# design 1

### The metal 4 layer, design 1

Supply wires on this layer in gray.
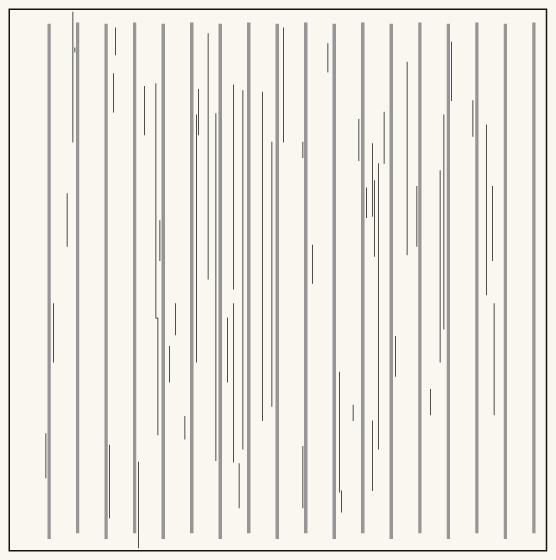

## src/rtl/bec_stream_loader.sv

```systemverilog
`default_nettype none
// ============================================================================
// bec_stream_loader : host chunk stream -> BEC core operands/key, result -> host
// Rev 1.0
// ============================================================================
module bec_stream_loader #(
  parameter int DATA_W  = 163,
  parameter int HOST_W  = 32,
  parameter int NUM_OPS = 4,
  parameter int KEY_W   = 163,
  localparam int OPW    = $clog2(NUM_OPS + 1)
) (
  input  logic              wb_clk_i,
  input  logic              wb_rst_n,
  input  logic              abort_i,
  input  logic              host_valid_i,
  output logic              host_ready_o,
  input  logic [HOST_W-1:0] host_data_i,
  output logic              res_valid_o,
  input  logic              res_ready_i,
  output logic [HOST_W-1:0] res_data_o,
  output logic              core_enable_o,
  output logic              core_load_o,
  output logic [OPW-1:0]    core_sel_o,
  output logic [DATA_W-1:0] core_data_o,
  output logic              core_ki_o,
  input  logic              core_next_key_i,
  input  logic              core_done_i,
  input  logic [DATA_W-1:0] core_data_i,
  output logic [2:0]        state_o
);

  localparam int CHUNKS = (DATA_W + HOST_W - 1) / HOST_W;
  localparam int AW     = CHUNKS * HOST_W;
  localparam int CW     = (CHUNKS > 1) ? $clog2(CHUNKS) : 1;
  localparam int KW     = (KEY_W > 1) ? $clog2(KEY_W) : 1;

  typedef enum logic [2:0] {
    LOAD   = 3'd0,
    PUSH   = 3'd1,
    RUN    = 3'd2,
    UNLOAD = 3'd3
  } state_t;

  state_t            state_q, state_d;
  logic [CW-1:0]     c_q, c_d;
  logic [CW-1:0]     r_q, r_d;
  logic [OPW-1:0]    w_q, w_d;
  logic [KW-1:0]     k_q, k_d;
  logic              sat_q, sat_d;
  logic [DATA_W-1:0] asm_q, asm_d;
  logic [KEY_W-1:0]  key_q, key_d;
  logic [DATA_W-1:0] result_q, result_d;
  logic [DATA_W-1:0] core_data_q, core_data_d;
  logic [AW-1:0]     asm_ext;
  logic [AW-1:0]     res_ext;
  logic [KW-1:0]     key_idx;

  always_ff @(posedge wb_clk_i) begin
    if (!wb_rst_n) begin
      state_q     <= LOAD;
      c_q         <= '0;
      r_q         <= '0;
      w_q         <= '0;
      k_q         <= '0;
      sat_q       <= 1'b0;
      asm_q       <= '0;
      key_q       <= '0;
      result_q    <= '0;
      core_data_q <= '0;
    end else begin
      state_q     <= state_d;
      c_q         <= c_d;
      r_q         <= r_d;
      w_q         <= w_d;
      k_q         <= k_d;
      sat_q       <= sat_d;
      asm_q       <= asm_d;
      key_q       <= key_d;
      result_q    <= result_d;
      core_data_q <= core_data_d;
    end
  end

  always_comb begin
    state_d     = state_q;
    c_d         = c_q;
    r_d         = r_q;
    w_d         = w_q;
    k_d         = k_q;
    sat_d       = sat_q;
    asm_d       = asm_q;
    key_d       = key_q;
    result_d    = result_q;
    core_data_d = core_data_q;
    asm_ext     = AW'(asm_q);

    case (state_q)
      LOAD: begin
        if (host_valid_i) begin
          // Chunk bits landing above DATA_W fall off in the truncation below.
          asm_ext[int'(c_q)*HOST_W +: HOST_W] = host_data_i;
          asm_d = asm_ext[DATA_W-1:0];
          if (c_q == CW'(CHUNKS - 1)) begin
            c_d = '0;
            if (w_q == OPW'(NUM_OPS)) begin
              key_d   = asm_d[KEY_W-1:0];
              k_d     = '0;
              sat_d   = 1'b0;
              state_d = RUN;
            end else begin
              core_data_d = asm_d;
              state_d     = PUSH;
            end
          end else begin
            c_d = c_q + CW'(1);
          end
        end
      end
      PUSH: begin
        w_d     = w_q + OPW'(1);
        state_d = LOAD;
      end
      RUN: begin
        if (core_done_i) begin
          result_d = core_data_i;
          r_d      = '0;
          state_d  = UNLOAD;
        end else if (core_next_key_i) begin
          if (k_q == KW'(KEY_W - 1)) sat_d = 1'b1;
          else                       k_d   = k_q + KW'(1);
        end
      end
      UNLOAD: begin
        if (res_ready_i) begin
          if (r_q == CW'(CHUNKS - 1)) begin
            r_d     = '0;
            w_d     = '0;
            state_d = LOAD;
          end else begin
            r_d = r_q + CW'(1);
          end
        end
      end
      default: state_d = LOAD;
    endcase

    if (abort_i) begin
      state_d = LOAD;
      c_d     = '0;
      w_d     = '0;
      k_d     = '0;
      r_d     = '0;
      sat_d   = 1'b0;
    end
  end

  assign key_idx       = KW'(KEY_W - 1) - k_q;
  assign res_ext       = AW'(result_q);
  assign host_ready_o  = (state_q == LOAD);
  assign res_valid_o   = (state_q == UNLOAD);
  assign res_data_o    = (state_q == UNLOAD) ? res_ext[int'(r_q)*HOST_W +: HOST_W] : '0;
  assign core_enable_o = (state_q == RUN);
  assign core_load_o   = (state_q == PUSH);
  assign core_sel_o    = (state_q == PUSH) ? w_q : '0;
  assign core_data_o   = core_data_q;
  // Once the last key bit has been consumed the core sees zeros.
  assign core_ki_o     = (state_q == RUN) && !sat_q && key_q[key_idx];
  assign state_o       = state_q;

endmodule
`default_nettype wire
```

## config.mk

```make
export PLATFORM = sky130hd
export DESIGN_NAME = bec_stream_loader
export DESIGN_NICKNAME = d
export VERILOG_FILES = /design/src/rtl/bec_stream_loader.sv
export SDC_FILE = /design/constraint.sdc
export NUM_CORES = 1
export LEC_CHECK = 0
export CAP_MARGIN = 10
export CELL_PAD_IN_SITES_DETAIL_PLACEMENT = 1
export CELL_PAD_IN_SITES_GLOBAL_PLACEMENT = 1
export CORE_AREA = 5 5 250 252
export CTS_BUF_LIST = sky130_fd_sc_hd__clkbuf_16
export CTS_CLUSTER_DIAMETER = 100
export DETAILED_ROUTE_END_ITERATION = 16
export DIE_AREA = 0 0 255 257
export DONT_BUFFER_PORTS = 1
export PLACE_DENSITY_LB_ADDON = 0.1
export SYNTH_ARGS = -nofsm -noshare
export SYNTH_HDL_FRONTEND = slang
export SYNTH_SLANG_ARGS = --single-unit
```

## constraint.sdc

```tcl
create_clock -name wb_clk_i -period 4.9 [get_ports wb_clk_i]
set_input_delay 1.225 -clock wb_clk_i [delete_from_list [all_inputs] [get_ports wb_clk_i]]
set_output_delay 1.225 -clock wb_clk_i [all_outputs]
set_load 0.01 [all_outputs]
```

# design 2

===== config.mk =====
export PLATFORM = sky130hd
export DESIGN_NAME = comparator_scan_sequencer_flat
export DESIGN_NICKNAME = d
export VERILOG_FILES = /design/src/rtl/comparator_scan_sequencer_if.sv /design/src/rtl/comparator_scan_sequencer.sv /design/src/flat_wrapper.sv
export SDC_FILE = /design/constraint.sdc
export NUM_CORES = 1
export LEC_CHECK = 0
export CELL_PAD_IN_SITES_DETAIL_PLACEMENT = 1
export CELL_PAD_IN_SITES_GLOBAL_PLACEMENT = 1
export CORE_AREA = 2 2 159 161
export CTS_BUF_LIST = sky130_fd_sc_hd__clkbuf_4
export CTS_CLUSTER_DIAMETER = 200
export DETAILED_ROUTE_END_ITERATION = 7
export DIE_AREA = 0 0 161 163
export GPL_TIMING_DRIVEN = 0
export PLACE_DENSITY = 0.95
export SLEW_MARGIN = 0
export SYNTH_ARGS = -nofsm -noshare
export SYNTH_HDL_FRONTEND = slang
export SYNTH_SLANG_ARGS = --single-unit

===== constraint.sdc =====
create_clock -name clk -period 4.7 [get_ports clk]
set_input_delay 0.94 -clock clk [delete_from_list [all_inputs] [get_ports clk]]
set_output_delay 0.94 -clock clk [all_outputs]
set_load 0.02 [all_outputs]

===== src/rtl/comparator_scan_sequencer_if.sv =====
// comparator_scan_sequencer_if: link between the scan sequencer and the comparator
// pulse injector. The sequencer drives expect/inject/fire/clear and reads back
// pulser_ready and the two injector error counters.
interface comparator_scan_sequencer_if #(
  parameter int NSTRIPS = 32
);
  logic               fire_pulse;
  logic               pulser_ready;
  logic               compin_inject;
  logic [NSTRIPS-1:0] halfstrips_expect;
  logic               compout_expect;
  logic               halfstrips_errcnt_rst;
  logic               compout_errcnt_rst;
  logic [31:0]        halfstrips_errcnt;
  logic [31:0]        compout_errcnt;

  modport master (
    output fire_pulse, compin_inject, halfstrips_expect, compout_expect,
           halfstrips_errcnt_rst, compout_errcnt_rst,
    input  pulser_ready, halfstrips_errcnt, compout_errcnt
  );

  modport slave (
    input  fire_pulse, compin_inject, halfstrips_expect, compout_expect,
           halfstrips_errcnt_rst, compout_errcnt_rst,
    output pulser_ready, halfstrips_errcnt, compout_errcnt
  );
endinterface


===== src/rtl/comparator_scan_sequencer.sv =====
// comparator_scan_sequencer: walks the comparator pulse injector across a range of
// half-strips. Per strip it sets a one-hot expected pattern, clears the injector
// error counters, fires pulses_per_step pulses through the fire_pulse/pulser_ready
// handshake and folds the resulting error counts into saturating totals.
// Optional feature: define SCAN_FAIL_MAP_EN to keep a per-strip fail bit map;
// without it fail_map is tied to zero and no map register exists.
module comparator_scan_sequencer #(
  parameter int NSTRIPS        = 32,
  parameter int TIMEOUT_CYCLES = 64
) (
  input  logic                       clk,
  input  logic                       rst_n,
  input  logic                       start,
  input  logic                       abort,
  input  logic [15:0]                pulses_per_step,
  input  logic [$clog2(NSTRIPS)-1:0] first_strip,
  input  logic [$clog2(NSTRIPS)-1:0] last_strip,
  input  logic                       inject_mode,
  output logic                       busy,
  output logic                       done,
  output logic                       timeout_err,
  output logic [$clog2(NSTRIPS)-1:0] cur_strip,
  output logic [5:0]                 fail_steps,
  output logic [31:0]                total_hs_errs,
  output logic [31:0]                total_co_errs,
  output logic [NSTRIPS-1:0]         fail_map,
  comparator_scan_sequencer_if.master inj
);

  localparam int SW = $clog2(NSTRIPS);
  localparam int TW = (TIMEOUT_CYCLES > 1) ? $clog2(TIMEOUT_CYCLES) : 1;
  localparam logic [TW-1:0] TMO_LAST = TW'(TIMEOUT_CYCLES - 1);

  localparam logic [2:0] S_IDLE      = 3'd0;
  localparam logic [2:0] S_CLEAR     = 3'd1;
  localparam logic [2:0] S_SETTLE    = 3'd2;
  localparam logic [2:0] S_FIRE      = 3'd3;
  localparam logic [2:0] S_WAIT_ACK  = 3'd4;
  localparam logic [2:0] S_WAIT_DONE = 3'd5;
  localparam logic [2:0] S_EVAL      = 3'd6;
  localparam logic [2:0] S_DONE      = 3'd7;

  logic [2:0]    state;
  logic [SW-1:0] last_q;
  logic [15:0]   ppp_q;
  logic          inject_q;
  logic [15:0]   pulse_cnt;
  logic [TW-1:0] tmo_cnt;
  logic          fire_q;

  logic          in_wait;
  logic          wait_met;
  logic          tmo_hit;
  logic          start_accept;
  logic          step_fail;
  logic [32:0]   hs_sum;
  logic [32:0]   co_sum;

  // Handshake wait conditions and saturating sums for the current step.
  // NOTE: every always_comb output gets a default first so no path can infer a latch.
  always_comb begin
    in_wait  = 1'b0;
    wait_met = 1'b0;
    case (state)
      S_FIRE:      begin in_wait = 1'b1; wait_met =  inj.pulser_ready; end
      S_WAIT_ACK:  begin in_wait = 1'b1; wait_met = !inj.pulser_ready; end
      S_WAIT_DONE: begin in_wait = 1'b1; wait_met =  inj.pulser_ready; end
      default:     ;
    endcase
    tmo_hit      = in_wait && !wait_met && (tmo_cnt == TMO_LAST);
    start_accept = (state == S_IDLE) && start && !abort;
    step_fail    = (|inj.halfstrips_errcnt) || (|inj.compout_errcnt);
    hs_sum       = {1'b0, total_hs_errs} + {1'b0, inj.halfstrips_errcnt};
    co_sum       = {1'b0, total_co_errs} + {1'b0, inj.compout_errcnt};
  end

  // Scan FSM, latched configuration, handshake timeout and result accumulation.
  // NOTE: sequential state uses non-blocking assignments so every register samples
  // pre-edge values, independent of statement order.
  always_ff @(posedge clk or negedge rst_n) begin
    if (!rst_n) begin
      state         <= S_IDLE;
      cur_strip     <= '0;
      last_q        <= '0;
      ppp_q         <= '0;
      inject_q      <= 1'b0;
      pulse_cnt     <= '0;
      tmo_cnt       <= '0;
      fire_q        <= 1'b0;
      timeout_err   <= 1'b0;
      fail_steps    <= '0;
      total_hs_errs <= '0;
      total_co_errs <= '0;
    end else if (abort) begin
      // Results are held; only the sequencing stops.
      state   <= S_IDLE;
      fire_q  <= 1'b0;
      tmo_cnt <= '0;
    end else begin
      fire_q <= 1'b0;
      if (in_wait && !wait_met) begin
        tmo_cnt <= tmo_cnt + TW'(1);
      end
      if (tmo_hit) begin
        // Handshake stalled: report and finish without evaluating the step.
        timeout_err <= 1'b1;
        tmo_cnt     <= '0;
        state       <= S_DONE;
      end else begin
        case (state)
          S_IDLE: begin
            if (start) begin
              last_q        <= last_strip;
              ppp_q         <= pulses_per_step;
              inject_q      <= inject_mode;
              cur_strip     <= first_strip;
              timeout_err   <= 1'b0;
              fail_steps    <= '0;
              total_hs_errs <= '0;
              total_co_errs <= '0;
              state         <= (first_strip > last_strip) ? S_DONE : S_CLEAR;
            end
          end
          S_CLEAR: begin
            pulse_cnt <= (ppp_q == 16'd0) ? 16'd1 : ppp_q;
            state     <= S_SETTLE;
          end
          S_SETTLE: begin
            tmo_cnt <= '0;
            state   <= S_FIRE;
          end
          S_FIRE: begin
            if (wait_met) begin
              fire_q  <= 1'b1;
              tmo_cnt <= '0;
              state   <= S_WAIT_ACK;
            end
          end
          S_WAIT_ACK: begin
            if (wait_met) begin
              tmo_cnt <= '0;
              state   <= S_WAIT_DONE;
            end
          end
          S_WAIT_DONE: begin
            if (wait_met) begin
              tmo_cnt <= '0;
              if (pulse_cnt == 16'd1) begin
                state <= S_EVAL;
              end else begin
                pulse_cnt <= pulse_cnt - 16'd1;
                state     <= S_FIRE;
              end
            end
          end
          S_EVAL: begin
            total_hs_errs <= hs_sum[32] ? 32'hFFFF_FFFF : hs_sum[31:0];
            total_co_errs <= co_sum[32] ? 32'hFFFF_FFFF : co_sum[31:0];
            if (step_fail && (fail_steps != 6'd63)) begin
              fail_steps <= fail_steps + 6'd1;
            end
            if (cur_strip == last_q) begin
              state <= S_DONE;
            end else begin
              cur_strip <= cur_strip + SW'(1);
              state     <= S_CLEAR;
            end
          end
          S_DONE:  state <= S_IDLE;
          default: state <= S_IDLE;
        endcase
      end
    end
  end

`ifdef SCAN_FAIL_MAP_EN
  logic [NSTRIPS-1:0] fail_map_q;

  // Per-strip fail bits: cleared on an accepted start, set when a step fails.
  always_ff @(posedge clk or negedge rst_n) begin
    if (!rst_n) begin
      fail_map_q <= '0;
    end else if (start_accept) begin
      fail_map_q <= '0;
    end else if ((state == S_EVAL) && !abort && !tmo_hit && step_fail) begin
      fail_map_q[cur_strip] <= 1'b1;
    end
  end

  assign fail_map = fail_map_q;
`else
  assign fail_map = '0;
`endif

  // Output decode from registered state.
  assign busy                      = (state != S_IDLE);
  assign done                      = (state == S_DONE);
  assign inj.fire_pulse            = fire_q;
  assign inj.compin_inject         = busy && inject_q;
  assign inj.compout_expect        = busy && inject_q;
  assign inj.halfstrips_expect     = (busy && inject_q) ? (NSTRIPS'(1) << cur_strip) : '0;
  assign inj.halfstrips_errcnt_rst = (state == S_CLEAR);
  assign inj.compout_errcnt_rst    = (state == S_CLEAR);

endmodule

===== src/flat_wrapper.sv =====
// flat-port wrapper written by rule: the top's interface ports become plain ports
module comparator_scan_sequencer_flat 
#(
  parameter int NSTRIPS        = 32,
  parameter int TIMEOUT_CYCLES = 64
)
  (clk, rst_n, start, abort, pulses_per_step, first_strip, last_strip, inject_mode, busy, done, timeout_err, cur_strip, fail_steps, total_hs_errs, total_co_errs, fail_map, inj_fire_pulse, inj_compin_inject, inj_halfstrips_expect, inj_compout_expect, inj_halfstrips_errcnt_rst, inj_compout_errcnt_rst, inj_pulser_ready, inj_halfstrips_errcnt, inj_compout_errcnt);
  comparator_scan_sequencer_if #(.NSTRIPS(NSTRIPS)) inj_i ();
  input  logic clk;
  input  logic rst_n;
  input  logic start;
  input  logic abort;
  input  logic [15:0] pulses_per_step;
  input  logic [$clog2(NSTRIPS)-1:0] first_strip;
  input  logic [$clog2(NSTRIPS)-1:0] last_strip;
  input  logic inject_mode;
  output logic busy;
  output logic done;
  output logic timeout_err;
  output logic [$clog2(NSTRIPS)-1:0] cur_strip;
  output logic [5:0] fail_steps;
  output logic [31:0] total_hs_errs;
  output logic [31:0] total_co_errs;
  output logic [NSTRIPS-1:0] fail_map;
  output wire logic [$bits(inj_i.fire_pulse)-1:0] inj_fire_pulse;
  output wire logic [$bits(inj_i.compin_inject)-1:0] inj_compin_inject;
  output wire logic [$bits(inj_i.halfstrips_expect)-1:0] inj_halfstrips_expect;
  output wire logic [$bits(inj_i.compout_expect)-1:0] inj_compout_expect;
  output wire logic [$bits(inj_i.halfstrips_errcnt_rst)-1:0] inj_halfstrips_errcnt_rst;
  output wire logic [$bits(inj_i.compout_errcnt_rst)-1:0] inj_compout_errcnt_rst;
  input wire logic [$bits(inj_i.pulser_ready)-1:0] inj_pulser_ready;
  input wire logic [$bits(inj_i.halfstrips_errcnt)-1:0] inj_halfstrips_errcnt;
  input wire logic [$bits(inj_i.compout_errcnt)-1:0] inj_compout_errcnt;
  assign inj_fire_pulse = inj_i.fire_pulse;
  assign inj_compin_inject = inj_i.compin_inject;
  assign inj_halfstrips_expect = inj_i.halfstrips_expect;
  assign inj_compout_expect = inj_i.compout_expect;
  assign inj_halfstrips_errcnt_rst = inj_i.halfstrips_errcnt_rst;
  assign inj_compout_errcnt_rst = inj_i.compout_errcnt_rst;
  assign inj_i.pulser_ready = inj_pulser_ready;
  assign inj_i.halfstrips_errcnt = inj_halfstrips_errcnt;
  assign inj_i.compout_errcnt = inj_compout_errcnt;
  comparator_scan_sequencer #(.NSTRIPS(NSTRIPS), .TIMEOUT_CYCLES(TIMEOUT_CYCLES)) u_core (.clk(clk), .rst_n(rst_n), .start(start), .abort(abort), .pulses_per_step(pulses_per_step), .first_strip(first_strip), .last_strip(last_strip), .inject_mode(inject_mode), .busy(busy), .done(done), .timeout_err(timeout_err), .cur_strip(cur_strip), .fail_steps(fail_steps), .total_hs_errs(total_hs_errs), .total_co_errs(total_co_errs), .fail_map(fail_map), .inj(inj_i));
endmodule

# design 3

## src/rtl/io_in_cond_pkg.sv

```systemverilog
// Shared defaults and helpers for the input-conditioning stage.
package io_in_pkg;

  // Board defaults: 50000-cycle sample tick, 10 stable ticks to accept a level
  localparam int unsigned TICK_DIV_DEF     = 50000;
  localparam int unsigned STABLE_TICKS_DEF = 10;

  // Counter width able to hold 0..n-1, never narrower than one bit
  function automatic int unsigned clog2_min1(input int unsigned n);
    int unsigned w;
    w = 0;
    while ((32'd1 << w) < n) begin
      w = w + 1;
    end
    return (w == 0) ? 1 : w;
  endfunction

endpackage

```

## src/rtl/io_in_cond_deb_bit.sv

```systemverilog
// One-bit two-flop synchroniser followed by a tick-sampled debouncer.
// A new level is accepted only after it has differed from the current
// debounced level on STABLE_TICKS consecutive sample ticks.
module deb_bit
  import io_in_pkg::*;
#(
  parameter int unsigned STABLE_TICKS = STABLE_TICKS_DEF
) (
  input  logic i_clk,
  input  logic i_rst,
  input  logic i_raw,
  input  logic i_tick,
  output logic o_deb
);

  localparam int unsigned   CW      = clog2_min1(STABLE_TICKS);
  localparam logic [CW-1:0] CNT_MAX = CW'(STABLE_TICKS - 1);

  logic          sync1;
  logic          sync2;
  logic          deb;
  logic [CW-1:0] cnt;

  // Bring the asynchronous pin into the clock domain
  always_ff @(posedge i_clk or posedge i_rst) begin
    if (i_rst) begin
      sync1 <= 1'b0;
      sync2 <= 1'b0;
    end else begin
      sync1 <= i_raw;
      sync2 <= sync1;
    end
  end

  // Count consecutive mismatching ticks; any return to the held level restarts
  always_ff @(posedge i_clk or posedge i_rst) begin
    if (i_rst) begin
      deb <= 1'b0;
      cnt <= '0;
    end else if (sync2 == deb) begin
      cnt <= '0;
    end else if (i_tick) begin
      if (cnt == CNT_MAX) begin
        deb <= sync2;
        cnt <= '0;
      end else begin
        cnt <= cnt + 1'b1;
      end
    end
  end

  assign o_deb = deb;

endmodule

```

## src/rtl/io_in_cond.sv

```systemverilog
// Input conditioning for board switches and buttons: synchronise, debounce,
// and derive button rise pulses, sticky press flags and a switch-change pulse.
module io_in_cond
  import io_in_pkg::*;
#(
  parameter int unsigned SW_W         = 32,
  parameter int unsigned BTN_W        = 4,
  parameter int unsigned TICK_DIV     = TICK_DIV_DEF,
  parameter int unsigned STABLE_TICKS = STABLE_TICKS_DEF
) (
  input  logic             i_clk,
  input  logic             i_rst,
  input  logic [SW_W-1:0]  i_sw_raw,
  input  logic [BTN_W-1:0] i_btn_raw,
  input  logic [BTN_W-1:0] i_evt_clr,
  output logic [SW_W-1:0]  o_io_sw,
  output logic [BTN_W-1:0] o_io_btn,
  output logic [BTN_W-1:0] o_btn_rise,
  output logic [BTN_W-1:0] o_btn_evt,
  output logic             o_sw_chg
);

  localparam int unsigned   PW      = clog2_min1(TICK_DIV);
  localparam logic [PW-1:0] PRE_MAX = PW'(TICK_DIV - 1);

  logic [PW-1:0]    pre;
  logic             tick;
  logic [SW_W-1:0]  deb_sw;
  logic [SW_W-1:0]  sw_q;
  logic [BTN_W-1:0] deb_btn;
  logic [BTN_W-1:0] btn_q;
  logic [BTN_W-1:0] rise;
  logic [BTN_W-1:0] evt;
  logic             chg;

  assign tick = (pre == PRE_MAX);

  // Free-running sample-tick prescaler shared by every debouncer
  always_ff @(posedge i_clk or posedge i_rst) begin
    if (i_rst) begin
      pre <= '0;
    end else if (tick) begin
      pre <= '0;
    end else begin
      pre <= pre + 1'b1;
    end
  end

  for (genvar g = 0; g < SW_W; g++) begin : g_sw
    deb_bit #(
      .STABLE_TICKS(STABLE_TICKS)
    ) u_deb (
      .i_clk (i_clk),
      .i_rst (i_rst),
      .i_raw (i_sw_raw[g]),
      .i_tick(tick),
      .o_deb (deb_sw[g])
    );
  end

  for (genvar g = 0; g < BTN_W; g++) begin : g_btn
    deb_bit #(
      .STABLE_TICKS(STABLE_TICKS)
    ) u_deb (
      .i_clk (i_clk),
      .i_rst (i_rst),
      .i_raw (i_btn_raw[g]),
      .i_tick(tick),
      .o_deb (deb_btn[g])
    );
  end

  // Delay debounced levels one cycle and register edge pulses from the difference
  always_ff @(posedge i_clk or posedge i_rst) begin
    if (i_rst) begin
      sw_q  <= '0;
      btn_q <= '0;
      rise  <= '0;
      chg   <= 1'b0;
    end else begin
      sw_q  <= deb_sw;
      btn_q <= deb_btn;
      rise  <= deb_btn & ~btn_q;
      chg   <= |(deb_sw ^ sw_q);
    end
  end

  // Sticky press flags: set while the rise pulse is visible, set beats clear
  always_ff @(posedge i_clk or posedge i_rst) begin
    if (i_rst) begin
      evt <= '0;
    end else begin
      evt <= (evt & ~i_evt_clr) | rise;
    end
  end

  assign o_io_sw    = deb_sw;
  assign o_io_btn   = deb_btn;
  assign o_btn_rise = rise;
  assign o_btn_evt  = evt;
  assign o_sw_chg   = chg;

endmodule

```

## config.mk

```make
export PLATFORM = sky130hd
export DESIGN_NAME = io_in_cond
export DESIGN_NICKNAME = d
export VERILOG_FILES = /design/src/rtl/io_in_cond_pkg.sv /design/src/rtl/io_in_cond_deb_bit.sv /design/src/rtl/io_in_cond.sv
export SDC_FILE = /design/constraint.sdc
export NUM_CORES = 1
export LEC_CHECK = 0
export CAP_MARGIN = 20
export CELL_PAD_IN_SITES_DETAIL_PLACEMENT = 1
export CELL_PAD_IN_SITES_GLOBAL_PLACEMENT = 2
export CORE_ASPECT_RATIO = 1.2
export CORE_MARGIN = 1
export CORE_UTILIZATION = 35
export DETAILED_ROUTE_END_ITERATION = 12
export GPL_ROUTABILITY_DRIVEN = 0
export PLACE_DENSITY_LB_ADDON = 0.08
export SYNTH_ARGS = -nofsm -noshare
export SYNTH_HDL_FRONTEND = slang
export SYNTH_SLANG_ARGS = --single-unit
```

## constraint.sdc

```tcl
create_clock -name i_clk -period 11.9 [get_ports i_clk]
set_input_delay 2.975 -clock i_clk [delete_from_list [all_inputs] [get_ports i_clk]]
set_output_delay 2.975 -clock i_clk [all_outputs]
set_load 0.05 [all_outputs]
```

# design 4

<file path="src/rtl/countdown_pkg.sv">
// Shared types and constants for the MM:SS BCD countdown engine.
package countdown_pkg;

  typedef enum logic [1:0] {
    IDLE,
    RUN,
    PAUSE,
    DONE
  } state_t;

  typedef struct packed {
    logic [3:0] min_t;
    logic [3:0] min_o;
    logic [3:0] sec_t;
    logic [3:0] sec_o;
  } bcd_time_t;

  localparam logic [3:0] SEC_T_MAX = 4'd5;
  localparam logic [3:0] MIN_T_MAX = 4'd5;
  localparam logic [3:0] DIGIT_MAX = 4'd9;

  function automatic logic is_legal_time(input bcd_time_t t);
    return (t.min_t <= MIN_T_MAX) && (t.min_o <= DIGIT_MAX) &&
           (t.sec_t <= SEC_T_MAX) && (t.sec_o <= DIGIT_MAX);
  endfunction

endpackage

</file>
<file path="src/rtl/bcd_time_dec.sv">
// Combinational one-second decrement of an MM:SS BCD time with borrow chain.
module bcd_time_dec
  import countdown_pkg::*;
(
  input  bcd_time_t time_in,
  output bcd_time_t time_out,
  output logic      is_zero
);

  always_comb begin
    time_out = time_in;
    if (time_in.sec_o != 4'd0) begin
      time_out.sec_o = time_in.sec_o - 4'd1;
    end else begin
      time_out.sec_o = DIGIT_MAX;
      if (time_in.sec_t != 4'd0) begin
        time_out.sec_t = time_in.sec_t - 4'd1;
      end else begin
        time_out.sec_t = SEC_T_MAX;
        if (time_in.min_o != 4'd0) begin
          time_out.min_o = time_in.min_o - 4'd1;
        end else begin
          time_out.min_o = DIGIT_MAX;
          time_out.min_t = time_in.min_t - 4'd1;
        end
      end
    end
  end

  // Flag describes the decremented result so the FSM can enter DONE on the same edge.
  assign is_zero = (time_out == '0);

endmodule

</file>
<file path="src/rtl/countdown_bcd_core.sv">
// MM:SS countdown FSM with 1 Hz prescaler; all display-side outputs registered.
module countdown_bcd_core
  import countdown_pkg::*;
#(
  parameter int unsigned CLK_HZ  = 50_000_000,
  parameter int unsigned TICK_HZ = 1
) (
  input  logic        clk,
  input  logic        rst_n,
  input  logic        load,
  input  logic [15:0] load_value,
  input  logic        start_pause,
  input  logic        clear,
  output logic [15:0] bcd_out,
  output logic [3:0]  dp_out,
  output logic        blank,
  output logic        done,
  output logic        load_err
);

  localparam int unsigned PRESCALE = CLK_HZ / TICK_HZ;
  localparam int unsigned PW       = (PRESCALE > 1) ? $clog2(PRESCALE) : 1;
  localparam logic [PW-1:0] PS_LAST = PW'(PRESCALE - 1);
  localparam logic [PW-1:0] PS_HALF = PW'(PRESCALE / 2);

  state_t        state_q, state_d;
  bcd_time_t     time_q, time_d;
  logic [PW-1:0] presc_q, presc_d, presc_inc;
  logic          load_err_d, dp2_q, dp2_d, blank_d, done_d;

  bcd_time_t load_time, dec_time;
  logic      dec_zero, load_ok, tick, time_zero;

  assign load_time = bcd_time_t'(load_value);
  assign load_ok   = is_legal_time(load_time);
  assign time_zero = (time_q == '0);
  assign tick      = (presc_q == PS_LAST);
  assign presc_inc = tick ? '0 : presc_q + 1'b1;

  bcd_time_dec u_dec (
    .time_in  (time_q),
    .time_out (dec_time),
    .is_zero  (dec_zero)
  );

  always_comb begin
    state_d    = state_q;
    time_d     = time_q;
    presc_d    = presc_q;
    load_err_d = 1'b0;
    unique case (state_q)
      IDLE: begin
        presc_d = '0;
        if (clear) begin
          time_d = '0;
        end else if (load) begin
          if (load_ok) time_d = load_time;
          else         load_err_d = 1'b1;
        end else if (start_pause && !time_zero) begin
          state_d = RUN;
        end
      end
      RUN: begin
        // load is a no-op while running and does not mask start_pause or the tick.
        if (clear) begin
          state_d = IDLE;
          time_d  = '0;
          presc_d = '0;
        end else if (start_pause) begin
          state_d = PAUSE;
        end else begin
          presc_d = presc_inc;
          if (tick) begin
            time_d = dec_time;
            if (dec_zero) state_d = DONE;
          end
        end
      end
      PAUSE: begin
        if (clear) begin
          state_d = IDLE;
          time_d  = '0;
          presc_d = '0;
        end else if (load) begin
          if (load_ok) begin
            state_d = IDLE;
            time_d  = load_time;
            presc_d = '0;
          end else begin
            load_err_d = 1'b1;
          end
        end else if (start_pause) begin
          state_d = RUN;
        end
      end
      DONE: begin
        presc_d = presc_inc;
        if (clear || (!load && start_pause)) begin
          state_d = IDLE;
          time_d  = '0;
          presc_d = '0;
        end else if (load) begin
          if (load_ok) begin
            state_d = IDLE;
            time_d  = load_time;
            presc_d = '0;
          end else begin
            load_err_d = 1'b1;
          end
        end
      end
    endcase
  end

  always_comb begin
    dp2_d   = 1'b0;
    blank_d = 1'b0;
    done_d  = 1'b0;
    unique case (state_d)
      IDLE, PAUSE: dp2_d = 1'b1;
      RUN:         dp2_d = (presc_d < PS_HALF);
      DONE: begin
        done_d  = 1'b1;
        blank_d = (presc_d >= PS_HALF);
      end
    endcase
  end

  always_ff @(posedge clk or negedge rst_n) begin
    if (!rst_n) begin
      state_q  <= IDLE;
      time_q   <= '0;
      presc_q  <= '0;
      dp2_q    <= 1'b0;
      blank    <= 1'b0;
      done     <= 1'b0;
      load_err <= 1'b0;
    end else begin
      state_q  <= state_d;
      time_q   <= time_d;
      presc_q  <= presc_d;
      dp2_q    <= dp2_d;
      blank    <= blank_d;
      done     <= done_d;
      load_err <= load_err_d;
    end
  end

  assign bcd_out = time_q;
  assign dp_out  = {1'b0, dp2_q, 2'b00};

endmodule
</file>
<file path="config.mk">
export PLATFORM = sky130hd
export DESIGN_NAME = countdown_bcd_core
export DESIGN_NICKNAME = d
export VERILOG_FILES = /design/src/rtl/countdown_pkg.sv /design/src/rtl/bcd_time_dec.sv /design/src/rtl/countdown_bcd_core.sv
export SDC_FILE = /design/constraint.sdc
export NUM_CORES = 1
export LEC_CHECK = 0
export ABC_AREA = 1
export CORE_ASPECT_RATIO = 2
export CORE_MARGIN = 2
export CORE_UTILIZATION = 50
export CTS_CLUSTER_SIZE = 16
export DETAILED_ROUTE_END_ITERATION = 7
export PLACE_DENSITY = 0.72
export SYNTH_ARGS = -nofsm -noshare
export SYNTH_HDL_FRONTEND = slang
export SYNTH_SLANG_ARGS = --single-unit
</file>
<file path="constraint.sdc">
create_clock -name clk -period 3 [get_ports clk]
set_input_delay 0.45 -clock clk [delete_from_list [all_inputs] [get_ports clk]]
set_output_delay 0.45 -clock clk [all_outputs]
set_load 0.05 [all_outputs]
</file>
### The metal 2 layer, design 2

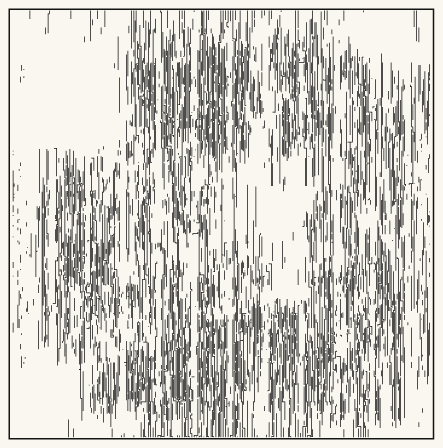
share of all routed wire: 48%
nets with wire on the layer: 1,516
longest straight run: 56.8 um
main direction: vertical
wire length on this layer: 17,800 um

==> Changelog: implementation, design 2 <==
### Physical design

* WP buf/inv at 1
* VDD IR-drop max at 0.2321 mV
* Pint at approximately 3.1 mW
* Non-CTS buffers at 300
* Via count at 10,470
* Congestion Overflow GR at 0
* Logic share of the area at 48.26%
* # diodes at 4
* Setup violations, final at 0
* Clock transition at path regs at 0.12 ns
* Antenna Violating Nets Remaining at 0
* Met1 Resource Use GR at between 30% and 40%
* Final Hold Fails at 0
* Outcome: complete, no violations
* Die Ht at 163 um
* Initial antenna violation count at 4
* Final Max-Slew Violation Tally at 0
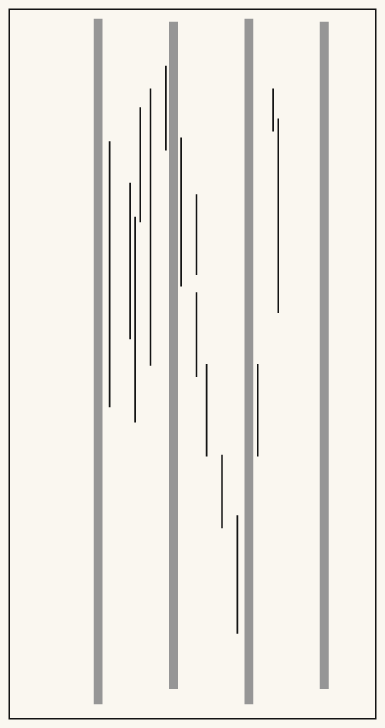
*The metal 4 layer, design 4*
Supply wires on this layer in gray.
nets with wire on the layer: 13
share of all routed wire: 3.4%

==> Changelog: implementation, design 4 <==
### Physical design

* Max frequency at 385.4 MHz
* Worst-Skew Late Latency at 0.30 ns
* Die x size at 65.75 um
* Post-DP HPWL at ~8400 um
* Count leader, synth: nand2_1
* PwrDens at 638.9 mW/mm^2
* # diodes at 0
* Clock sink count at approximately 48
* Setup WS post-layout at around 0.41 ns
* DRC Markers at 0
* Leakage Power at approximately 2 nW
* Final clock-cell share at between 4 and 5%
* Synth area leaders: dfrtp_1 32%, nand2_1 15%, nor2_1 8.9%
* Via count at 3,965
* Outcome: complete, no violations
* Worst hold path type: in -> async
* Multi-input gates at 449
* Layout cells sized above 1 at 9.733%
* Final Hold Fails at 0
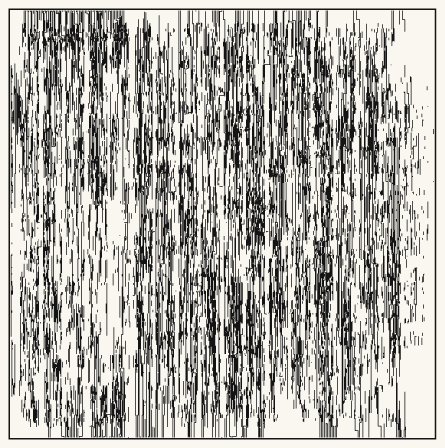
*The metal 2 layer, design 1*
wire length on this layer: 47.7 mm
share of all routed wire: 50%
nets with wire on the layer: 2,815
main direction: vertical
longest straight run: 137 um
total wire length: 95,960 um
via count: 22,610
GR Util met2: 48.87%

## Picture notes: 'The metal 4 layer' of design 1
share of all routed wire: 2.8%
main direction: vertical
wire length on this layer: 2,650 um
longest straight run: 171 um
nets with wire on the layer: 29

==> Changelog: implementation, design 1 <==
### Physical design

* Initial antenna violation count at 0
* Comb. pwr at 0.187 mW
* FA/HA/MAJ Cells, Area Fraction at 0.3432%
* N_taps at 782
* Tool Warnings at 42
* Slew margin rel. at 13.06%
* CP Depth at 8
* Reg2reg path depth at 11
* Post-synth top area cell: dfxtp_1
* Clock sink count at roughly 670
* Mean Syn Cell Area at 9.319 um^2
* Pint at 8.781 mW
* Post-CTS Setup Inserts at 0
* Non-CTS buffers at 35
* Post-layout period usage at 96.11%
* Floorplan utilization at 48.69%
* DR pass1 iterations at 7
* Most frequent logic cell in the layout: nand2_1
* Net Switching at 2.392 mW
* Synth Area in Compound Gates at 21.75%
* Routability congestion estimate at about 0.90
* Outcome: complete, no violations
* PortBufs at 0
### Signal wires on met1, design 3

Scale bar: 50 um. Supply wires on this layer in gray.
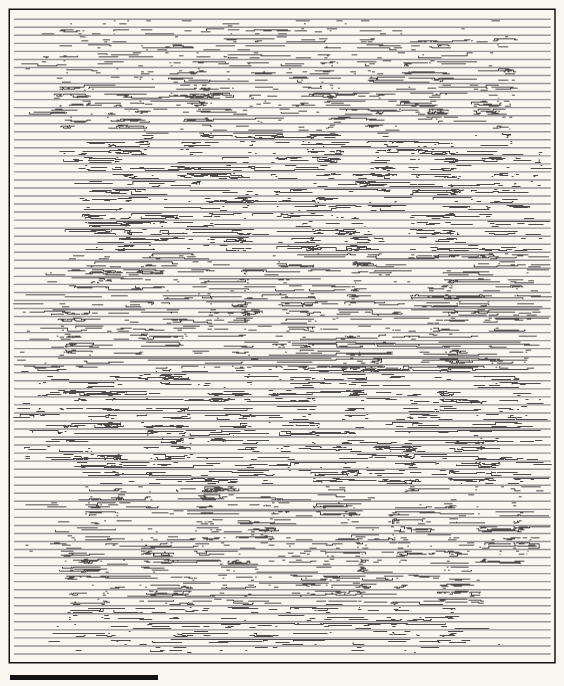
wire length on this layer: 14,000 um
share of all routed wire: 45%
met1 Resource Use GR: 19.87%
via count: 9,515

==> Changelog: implementation, design 3 <==
### Physical design

* Outcome: complete, no violations
* Clock share of power at around 52%
* Final TNS setup at 0 ns
* Vias in the first global route at 9,990
* Total wire length at 31,130 um
* Largest register FFs at 128
* Count leader, synth: dfrtp_1
* VDD IR-drop max at 0.1031 mV
* Main power group: clock
* Crit path max-delay family: buffers and inverters
* GR Util met2 at between 20% and 30%
* Flop pwr share at 45.6%
* Max incr delay on CP at around 0.86 ns
* DR iter-0 viols at 394
* Non-Filler Instances at between 1,500 and 2,000
* Comb. pwr at between 0.04 and 0.05 mW
* Post-CTS Setup Inserts at 0
* Multi-input gates at roughly 800


==> layout pictures side by side <==
Signal wires on met1.
(a)
Scale bar: 50 um. Supply wires on this layer in gray.
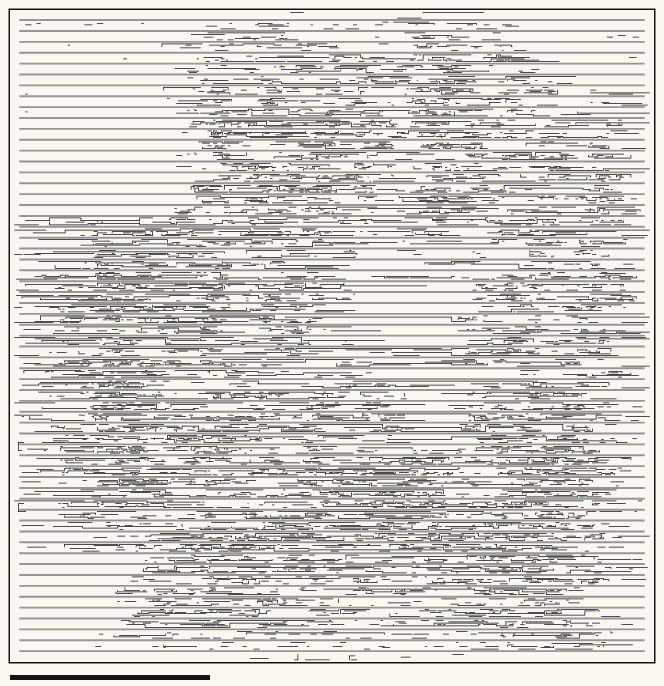
(b)
Scale bar: 20 um. Supply wires on this layer in gray.
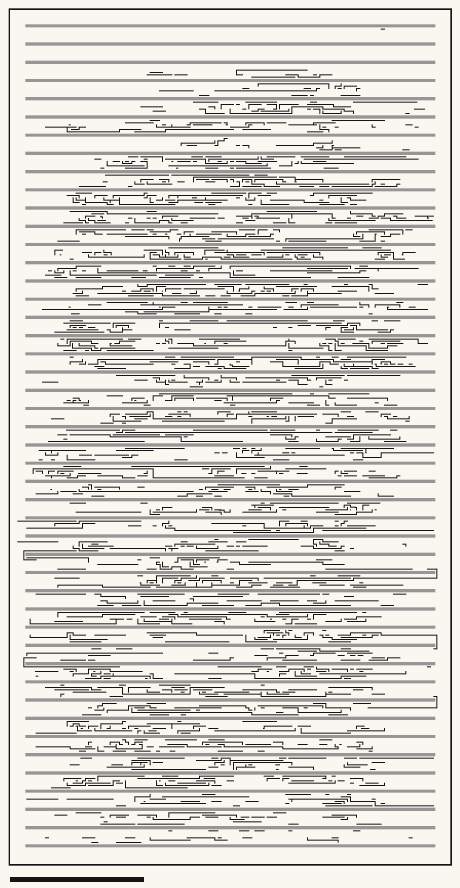
(c)
Scale bar: 100 um. Supply wires on this layer in gray.
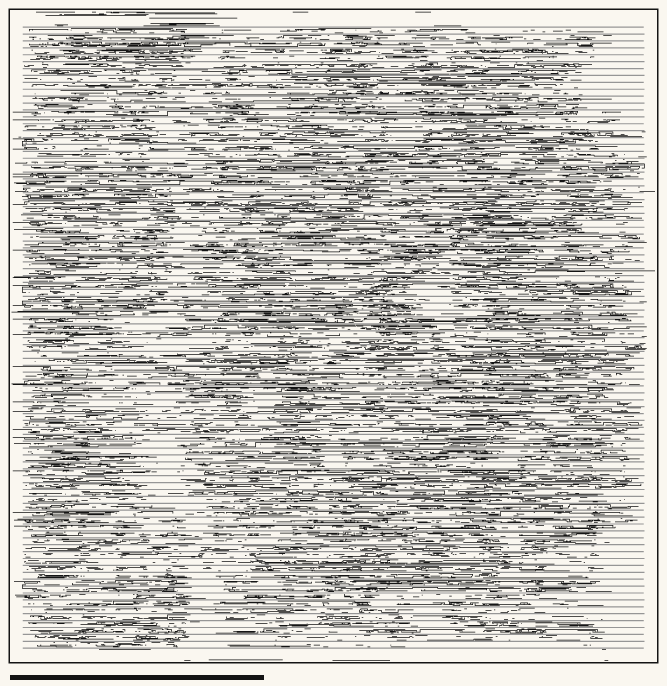
design 2: (a)
design 1: (c)
design 4: (b)
The one with the smallest die is (b).


==> screenshots <==
The metal 3 layer.
panel A
Scale bar: 100 um. Cells faint in the background.
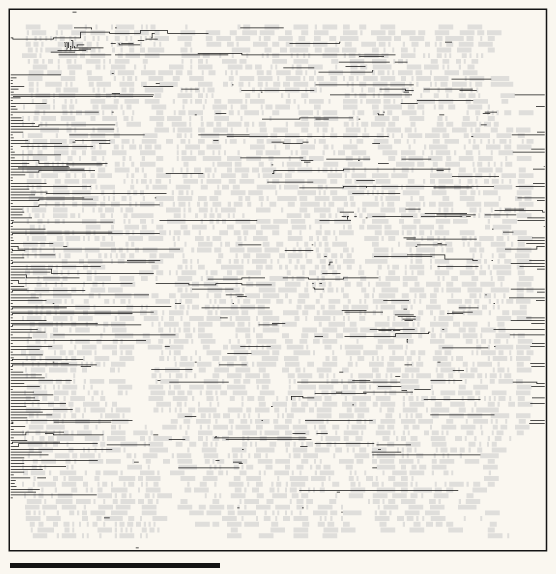
panel B
Scale bar: 50 um. Cells faint in the background.
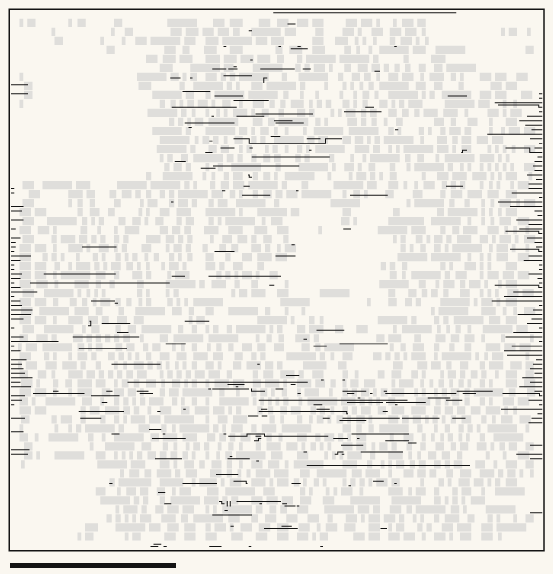
panel C
Scale bar: 50 um. Cells faint in the background.
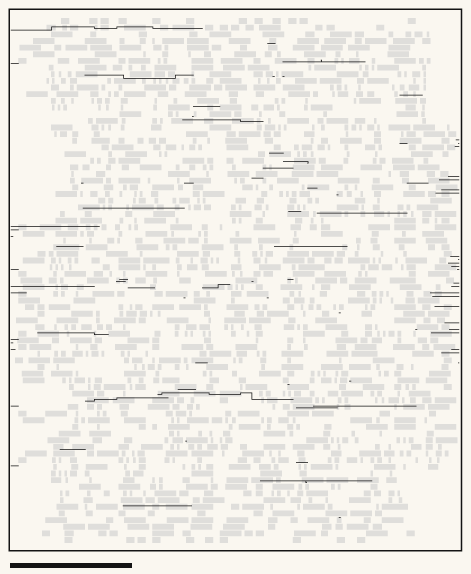
panel D
Scale bar: 20 um. Cells faint in the background.
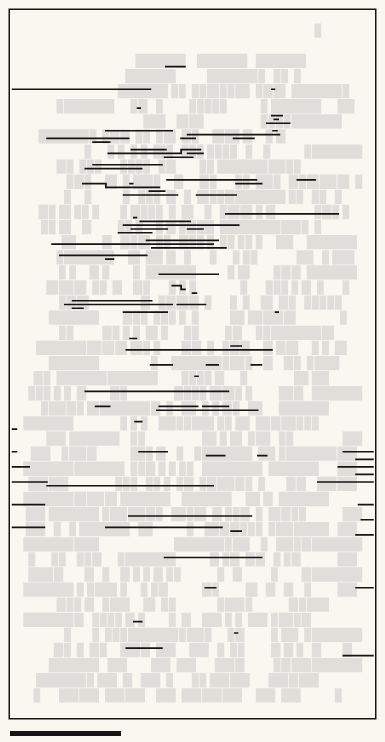
- smallest die: panel D
panel B -> design 2
panel C -> design 3
panel D -> design 4
panel A -> design 1

Power is estimated from default activity; no workload was simulated.
